# axi_llc_lock_sched

axi_llc_lock_sched, register map, names as in the netlist:
Drawn at 3 px/micron.
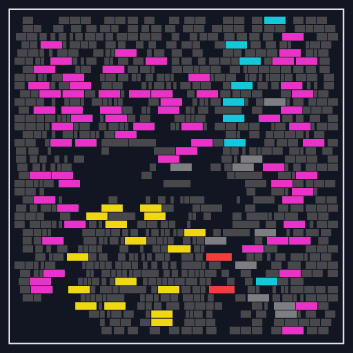

===== config.mk =====
export PLATFORM = sky130hd
export DESIGN_NAME = axi_llc_lock_sched
export DESIGN_NICKNAME = d
export VERILOG_FILES = /design/src/rtl/axi_llc_lock_sched.sv
export SDC_FILE = /design/constraint.sdc
export NUM_CORES = 1
export LEC_CHECK = 0
export ABC_CLOCK_PERIOD_IN_PS = 1900
export CAP_MARGIN = 20
export CORE_UTILIZATION = 38
export DETAILED_ROUTE_END_ITERATION = 6
export PLACE_DENSITY = 0.8
export RECOVER_POWER = 25
export SYNTH_ARGS = -nofsm -noshare
export SYNTH_HDL_FRONTEND = slang
export SYNTH_SLANG_ARGS = --single-unit

===== constraint.sdc =====
create_clock -name clk_i -period 1.9 [get_ports clk_i]
set_input_delay 0.38 -clock clk_i [delete_from_list [all_inputs] [get_ports clk_i]]
set_output_delay 0.38 -clock clk_i [all_outputs]
set_load 0.01 [all_outputs]

===== src/rtl/axi_llc_lock_sched.sv =====
// Lock-box scheduler: round-robin arbitration between write and read
// descriptor streams, lookup-then-lock, then forward downstream.
module axi_llc_lock_sched #(
  parameter int unsigned IndexLength      = 8,
  parameter int unsigned SetAssociativity = 8,
  parameter int unsigned DescWidth        = 64,
  parameter int unsigned StallCntWidth    = 16,
  parameter int unsigned StarveThresh     = 1024
) (
  input  logic                        clk_i,
  input  logic                        rst_i,
  input  logic [DescWidth-1:0]        w_desc_i,
  input  logic [IndexLength-1:0]      w_index_i,
  input  logic [SetAssociativity-1:0] w_way_i,
  input  logic                        w_valid_i,
  output logic                        w_ready_o,
  input  logic [DescWidth-1:0]        r_desc_i,
  input  logic [IndexLength-1:0]      r_index_i,
  input  logic [SetAssociativity-1:0] r_way_i,
  input  logic                        r_valid_i,
  output logic                        r_ready_o,
  output logic [IndexLength-1:0]      lock_index_o,
  output logic [SetAssociativity-1:0] lock_way_o,
  output logic                        lock_req_o,
  input  logic                        locked_i,
  output logic [DescWidth-1:0]        desc_o,
  output logic                        desc_src_o,
  output logic                        desc_valid_o,
  input  logic                        desc_ready_i,
  output logic                        busy_o,
  output logic [StallCntWidth-1:0]    stall_cnt_o,
  output logic                        starve_o
);

  typedef enum logic [1:0] {
    IDLE,
    CHECK,
    SEND
  } state_e;

  state_e                      state_q, state_d;
  logic                        rr_q, rr_d;
  logic [DescWidth-1:0]        desc_q, desc_d;
  logic [IndexLength-1:0]      index_q, index_d;
  logic [SetAssociativity-1:0] way_q, way_d;
  logic                        src_q, src_d;
  logic [StallCntWidth-1:0]    stall_q, stall_d;
  logic                        gnt_w, gnt_r;

  // rr_q=0 favours write, rr_q=1 favours read when both are valid
  assign gnt_w = w_valid_i && (!r_valid_i || !rr_q);
  assign gnt_r = r_valid_i && (!w_valid_i || rr_q);

  always_comb begin
    state_d      = state_q;
    rr_d         = rr_q;
    desc_d       = desc_q;
    index_d      = index_q;
    way_d        = way_q;
    src_d        = src_q;
    stall_d      = stall_q;
    w_ready_o    = 1'b0;
    r_ready_o    = 1'b0;
    lock_req_o   = 1'b0;
    desc_valid_o = 1'b0;
    unique case (state_q)
      IDLE: begin
        w_ready_o = gnt_w;
        r_ready_o = gnt_r;
        if (gnt_w) begin
          desc_d  = w_desc_i;
          index_d = w_index_i;
          way_d   = w_way_i;
          src_d   = 1'b0;
          stall_d = '0;
          rr_d    = 1'b1;
          state_d = CHECK;
        end else if (gnt_r) begin
          desc_d  = r_desc_i;
          index_d = r_index_i;
          way_d   = r_way_i;
          src_d   = 1'b1;
          stall_d = '0;
          rr_d    = 1'b0;
          state_d = CHECK;
        end
      end
      CHECK: begin
        if (!locked_i) begin
          lock_req_o = 1'b1;
          state_d    = SEND;
        end else if (stall_q != '1) begin
          stall_d = stall_q + 1'b1;
        end
      end
      SEND: begin
        desc_valid_o = 1'b1;
        if (desc_ready_i) state_d = IDLE;
      end
      default: state_d = IDLE;
    endcase
  end

  always_ff @(posedge clk_i) begin
    if (rst_i) begin
      state_q <= IDLE;
      rr_q    <= 1'b0;
      desc_q  <= '0;
      index_q <= '0;
      way_q   <= '0;
      src_q   <= 1'b0;
      stall_q <= '0;
    end else begin
      state_q <= state_d;
      rr_q    <= rr_d;
      desc_q  <= desc_d;
      index_q <= index_d;
      way_q   <= way_d;
      src_q   <= src_d;
      stall_q <= stall_d;
    end
  end

  assign lock_index_o = index_q;
  assign lock_way_o   = way_q;
  assign desc_o       = desc_q;
  assign desc_src_o   = src_q;
  assign busy_o       = state_q != IDLE;
  assign stall_cnt_o  = stall_q;
  assign starve_o     = stall_q >= StallCntWidth'(StarveThresh);

endmodule


# dot_product_flat

### src/rtl/dot_product_if.sv
// Vector-pair input and dot-product result bundle for dot_product.
// master drives the operand pair, slave (the datapath) returns the registered result.
interface dot_product_if #(
  parameter int WIDTH = 8,
  parameter int N     = 4
);
  localparam int ACCW = 2*WIDTH + $clog2(N) + ((N == 1) ? 1 : 0);

  logic                    in_valid;
  logic signed [WIDTH-1:0] a [N];
  logic signed [WIDTH-1:0] b [N];
  logic signed [WIDTH-1:0] out;
  logic signed [ACCW-1:0]  out_full;
  logic                    out_valid;
  logic                    overflow;

  modport master (
    output in_valid, a, b,
    input  out, out_full, out_valid, overflow
  );

  modport slave (
    input  in_valid, a, b,
    output out, out_full, out_valid, overflow
  );
endinterface

### src/rtl/dot_product.sv
// Signed dot product sum(a[i]*b[i]), exact ACCW-bit sum plus WIDTH-bit wrapped copy.
// Latency 1 cycle (single output register); no backpressure, accepts a pair every cycle.
module dot_product #(
  parameter int WIDTH = 8,
  parameter int N     = 4
) (
  input  logic          clk,
  input  logic          rst,
  dot_product_if.slave  bus
);
  localparam int ACCW = 2*WIDTH + $clog2(N) + ((N == 1) ? 1 : 0);

  logic signed [2*WIDTH-1:0] prod [N];
  logic signed [ACCW-1:0]    sum;
  logic                      sum_ovf;

  // Operands are sign-extended to 2*WIDTH so the low half of the product is exact,
  // including the -2^(W-1) * -2^(W-1) corner.
  for (genvar i = 0; i < N; i++) begin : g_prod
    assign prod[i] = $signed({{WIDTH{bus.a[i][WIDTH-1]}}, bus.a[i]})
                   * $signed({{WIDTH{bus.b[i][WIDTH-1]}}, bus.b[i]});
  end

  always_comb begin
    sum = '0;
    for (int i = 0; i < N; i++) begin
      sum = sum + $signed({{(ACCW-2*WIDTH){prod[i][2*WIDTH-1]}}, prod[i]});
    end
  end

  // Fits in signed WIDTH exactly when every bit from the WIDTH-1 sign position up agrees.
  assign sum_ovf = !((&sum[ACCW-1:WIDTH-1]) || (~|sum[ACCW-1:WIDTH-1]));

  always_ff @(posedge clk) begin
    if (rst) begin
      bus.out       <= '0;
      bus.out_full  <= '0;
      bus.out_valid <= 1'b0;
      bus.overflow  <= 1'b0;
    end else begin
      bus.out       <= sum[WIDTH-1:0];
      bus.out_full  <= sum;
      bus.out_valid <= bus.in_valid;
      bus.overflow  <= sum_ovf;
    end
  end
endmodule

### src/flat_wrapper.sv
// flat-port wrapper written by rule: the top's interface ports become plain ports
module dot_product_flat 
#(
  parameter int WIDTH = 8,
  parameter int N     = 4
)
  (clk, rst, bus_in_valid, bus_a, bus_b, bus_out, bus_out_full, bus_out_valid, bus_overflow);
  dot_product_if #(.WIDTH(WIDTH), .N(N)) bus_i ();
  input  logic clk;
  input  logic rst;
  input wire logic [$bits(bus_i.in_valid)-1:0] bus_in_valid;
  input wire logic [$bits(bus_i.a)-1:0] bus_a;
  input wire logic [$bits(bus_i.b)-1:0] bus_b;
  output wire logic [$bits(bus_i.out)-1:0] bus_out;
  output wire logic [$bits(bus_i.out_full)-1:0] bus_out_full;
  output wire logic [$bits(bus_i.out_valid)-1:0] bus_out_valid;
  output wire logic [$bits(bus_i.overflow)-1:0] bus_overflow;
  assign bus_i.in_valid = bus_in_valid;
  assign bus_i.a = {>>{bus_a}};
  assign bus_i.b = {>>{bus_b}};
  assign bus_out = bus_i.out;
  assign bus_out_full = bus_i.out_full;
  assign bus_out_valid = bus_i.out_valid;
  assign bus_overflow = bus_i.overflow;
  dot_product #(.WIDTH(WIDTH), .N(N)) u_core (.clk(clk), .rst(rst), .bus(bus_i));
endmodule
### config.mk
export PLATFORM = sky130hd
export DESIGN_NAME = dot_product_flat
export DESIGN_NICKNAME = d
export VERILOG_FILES = /design/src/rtl/dot_product_if.sv /design/src/rtl/dot_product.sv /design/src/flat_wrapper.sv
export SDC_FILE = /design/constraint.sdc
export NUM_CORES = 1
export LEC_CHECK = 0
export CORE_ASPECT_RATIO = 1.4
export CORE_UTILIZATION = 25
export DETAILED_ROUTE_END_ITERATION = 6
export GPL_TIMING_DRIVEN = 0
export HOLD_SLACK_MARGIN = 0.15
export PLACE_DENSITY = 0.49
export SETUP_SLACK_MARGIN = 0.2
export SYNTH_ARGS = -nofsm -noshare
export SYNTH_HDL_FRONTEND = slang
export SYNTH_SLANG_ARGS = --single-unit
### constraint.sdc
create_clock -name clk -period 8.7 [get_ports clk]
set_clock_uncertainty 0.2 [all_clocks]
set_input_delay 1.305 -clock clk [delete_from_list [all_inputs] [get_ports clk]]
set_output_delay 1.305 -clock clk [all_outputs]
set_load 0.01 [all_outputs]
dot_product_flat, clock nets:
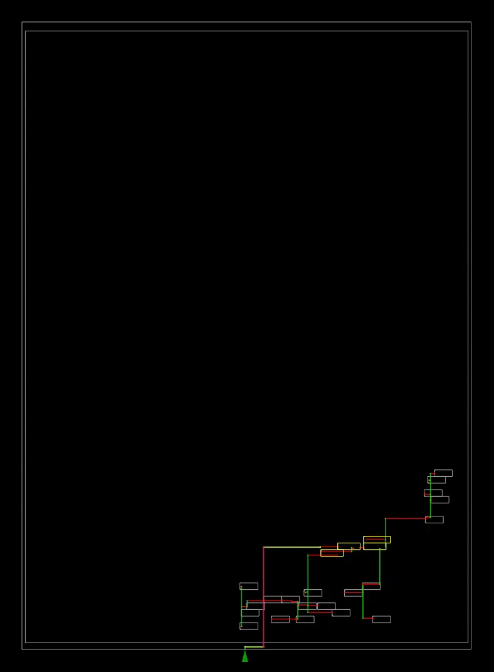
CTS buffer count: 3
sequential cells: 20

==> run summary, dot_product_flat <==
Register area: 400.4 sq um
Clk_buf instances: 3
Layout cell share with drive strength beyond 1: 8.301%
Cycle use final: 95.70%
Sink Count: 20
Top cells by count, synth: inv_1, fa_1, and2_1
Mapped cell area: 11580 sq um
H-tree depth: 1
Max Fanout on Critical Path: 8
Leading cell kind: combinational gates
Top routing layer in use: met4
Warning count from the yosys run: 0
Met1 Track Usage GR: 13.25%
Syn nets: 1665
Hold slack: 1.214 ns
Routed via count: 7723
Final std cells w/o fill: 1901
Outcome: finished, final reports clean
Hold/Removal Path Class: input port to flop
Post-synth cell types: 37
Inst Count DP: 1887
Plain + repair buffers: 114
Met3 Resource Use GR: 0.7385%
Number of core rows: 92
Crit path kind: input port to flop
Setup Viol. Count Final: 0
Crit path DRT: 8.65 ns
Max Freq: 120.1 MHz
Cell taking the most area after synthesis: fa_1
Synthesized area per cell: 9.787 sq um
==> dot_product_flat: cell families (layout without fill, tap and decap cells) <==
family                     count (synthesis)  in the layout  share of synthesized area, %
AOI/OAI and AO/OA                         40             40                         2.507
xor gates and xnor gates                  28             28                         2.118
adders and majority gates                415            415                         65.46
buffers and inverters                    385            491                         12.74
DFF                                       20             20                         3.458
other                                      0              1                             0
and+or+nand+nor                          295            295                         13.71
==> dot_product_flat: cell usage in the layout (no fill, tap or decap), types with 3 or more instances in the layout <==
cell type	instances
nand2b_1	14
nor2b_1	17
and2_1	145
clkbuf_1	4
and2_4	3
a211oi_1	3
ha_2	4
clkdlybuf4s15_2	16
fa_2	8
nor3_1	5
xor2_1	9
a21oi_1	6
clkdlybuf4s50_1	29
buf_4	16
o21ai_0	7
dlygate4sd2_1	11
nor2_1	24
inv_1	371
a21o_1	5
nand2_1	76
buf_2	22
ha_1	91
fa_1	310
xnor2_1	18
clkbuf_16	3
dfxtp_1	20
clkbuf_2	13
==> dot_product_flat: worst paths after layout <==
path | end | depth (start not counted) | slack, ns
hold / removal | u_core.bus.out_full[16] | 2 | 1.21
setup / recovery | u_core.bus.overflow | 24 | 0.37
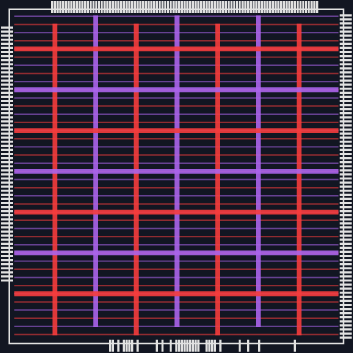
axi_llc_lock_sched: PDN straps and rails
Drawn at 3 px/micron. Pins as bars on the die edge.
Red is VSS. Purple is VDD.
269 signal pins sit on the boundary. 7 straps on met5.
die height: 110.9 microns
core area: 11470 sq um

About 'register map, names as in the netlist' of axi_llc_lock_sched:
Red is `state_q`, placed flops 2. Yellow is `stall_cnt_o`, placed flops 16. Magenta is `desc_o`, placed flops 64. Cyan is `lock_index_o`, placed flops 8.
Another 10 sequential cells are not coloured.
register area: 2011 sq um
Final Util: 67.55%
Seq/total area: 25.96%

==> run summary, axi_llc_lock_sched <==
Setup TNS Final: 0 ns
Initial DRC Count: 197
Hold/Removal Path Class: input port to flop
Worst Setup Slack, final: 0.07580 ns
CTS tree: yes
CTS clock-pin slew for the worst setup and hold paths: 0.07 ns
Final min period: 1.824 ns
Drt wl/cell: 16.69 microns
Number of warnings in the stage logs: 28
Top-count cell post-synth: dfxtp_1
Slowest-stage cell, CP: clkdlybuf4s50_1
Tapcell Cnt: 143
First-pass GRT wire length: 24180 microns
GR met2 Demand/Resource: 43.35%
Cell count after synthesis: 503
Inst Count DP: 903
Crit path kind: input port to output pin
M1 WL: 5985 microns
Outcome: finished, final reports clean
CP arrival: 1.44 ns
Syn nets: 671
Crit path DRT: 1.52 ns
Met1 Track Usage GR: 27.22%
CTS buffer count: 9
GRT Total Usage: 24.45%
Pre-CTS setup slack: -0.3430 ns
Top cells by count, synth: dfxtp_1, nand2_1, a21oi_1
Most used flip-flop cell: dfxtp_1
Area grow syn2layout: 71.88%
Crit path capture type: output pin
Met3 wire len: 1194 microns
Fin. max-slew vios: 0
Largest buffer count on any clock path: 2
Most frequent cells in the layout: clkdlybuf4s50_1, dfxtp_1, nand2_1
Filler cells: 908
Vias in the first global route: 4738
Clock Skew: 0.01237 ns
Setup Viol. Count Final: 0
[axi_llc_lock_sched: path summary, 6_finish.rpt]
path / endpoint / slack (ns) / cells past startpoint
worst max register to register: stall_cnt_o[3] / 0.10 / 6
worst min register to register: desc_o[61] / 0.45 / 2
worst max-delay path: r_ready_o / 0.08 / 4
worst min-delay path: stall_cnt_o[14] / 0.42 / 2
[axi_llc_lock_sched: flip-flops by register name, summed over array words and instances, names as in the netlist]
name and count:
desc_o 64, desc_src_o 1, lock_index_o 8, lock_way_o 8, rr_q 1, stall_cnt_o 16, state_q 2
[axi_llc_lock_sched: logic make-up (layout without fill, tap and decap cells)]
kind of cell	after synthesis	count (layout)	synth area share [%]
DFF	100	100	44.42
and+or+nand+nor	157	157	16.21
buffers and inverters	43	317	4.830
AOI/OAI and AO/OA	161	161	25.07
muxes	40	40	8.912
adders and majority gates	2	2	0.5552


==> layout pictures side by side <==
Cell density map.
(a)
Drawn at 3 px/micron. 11 x 11 tiles, from black (low) to pale yellow (high), 0 to 100% covered.
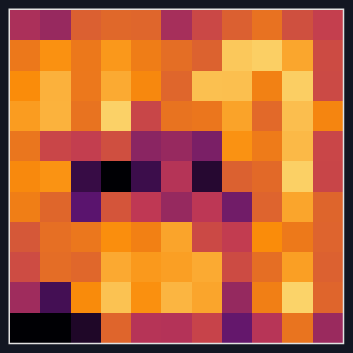
(b)
Drawn at 1.5 px/micron. 18 x 26 tiles, from black (low) to pale yellow (high), 0 to 100% covered.
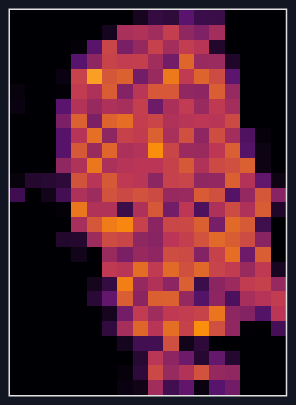
(a) comes from axi_llc_lock_sched.
(b) comes from dot_product_flat.

Key to (b):
The emptiest ninth of the die: bottom left. 0.60% of the tiles are over 75% full. The mean over all tiles is 27%. The fullest tile reaches 79%. 36% of the tiles are nearly empty. The densest ninth of the die: middle.

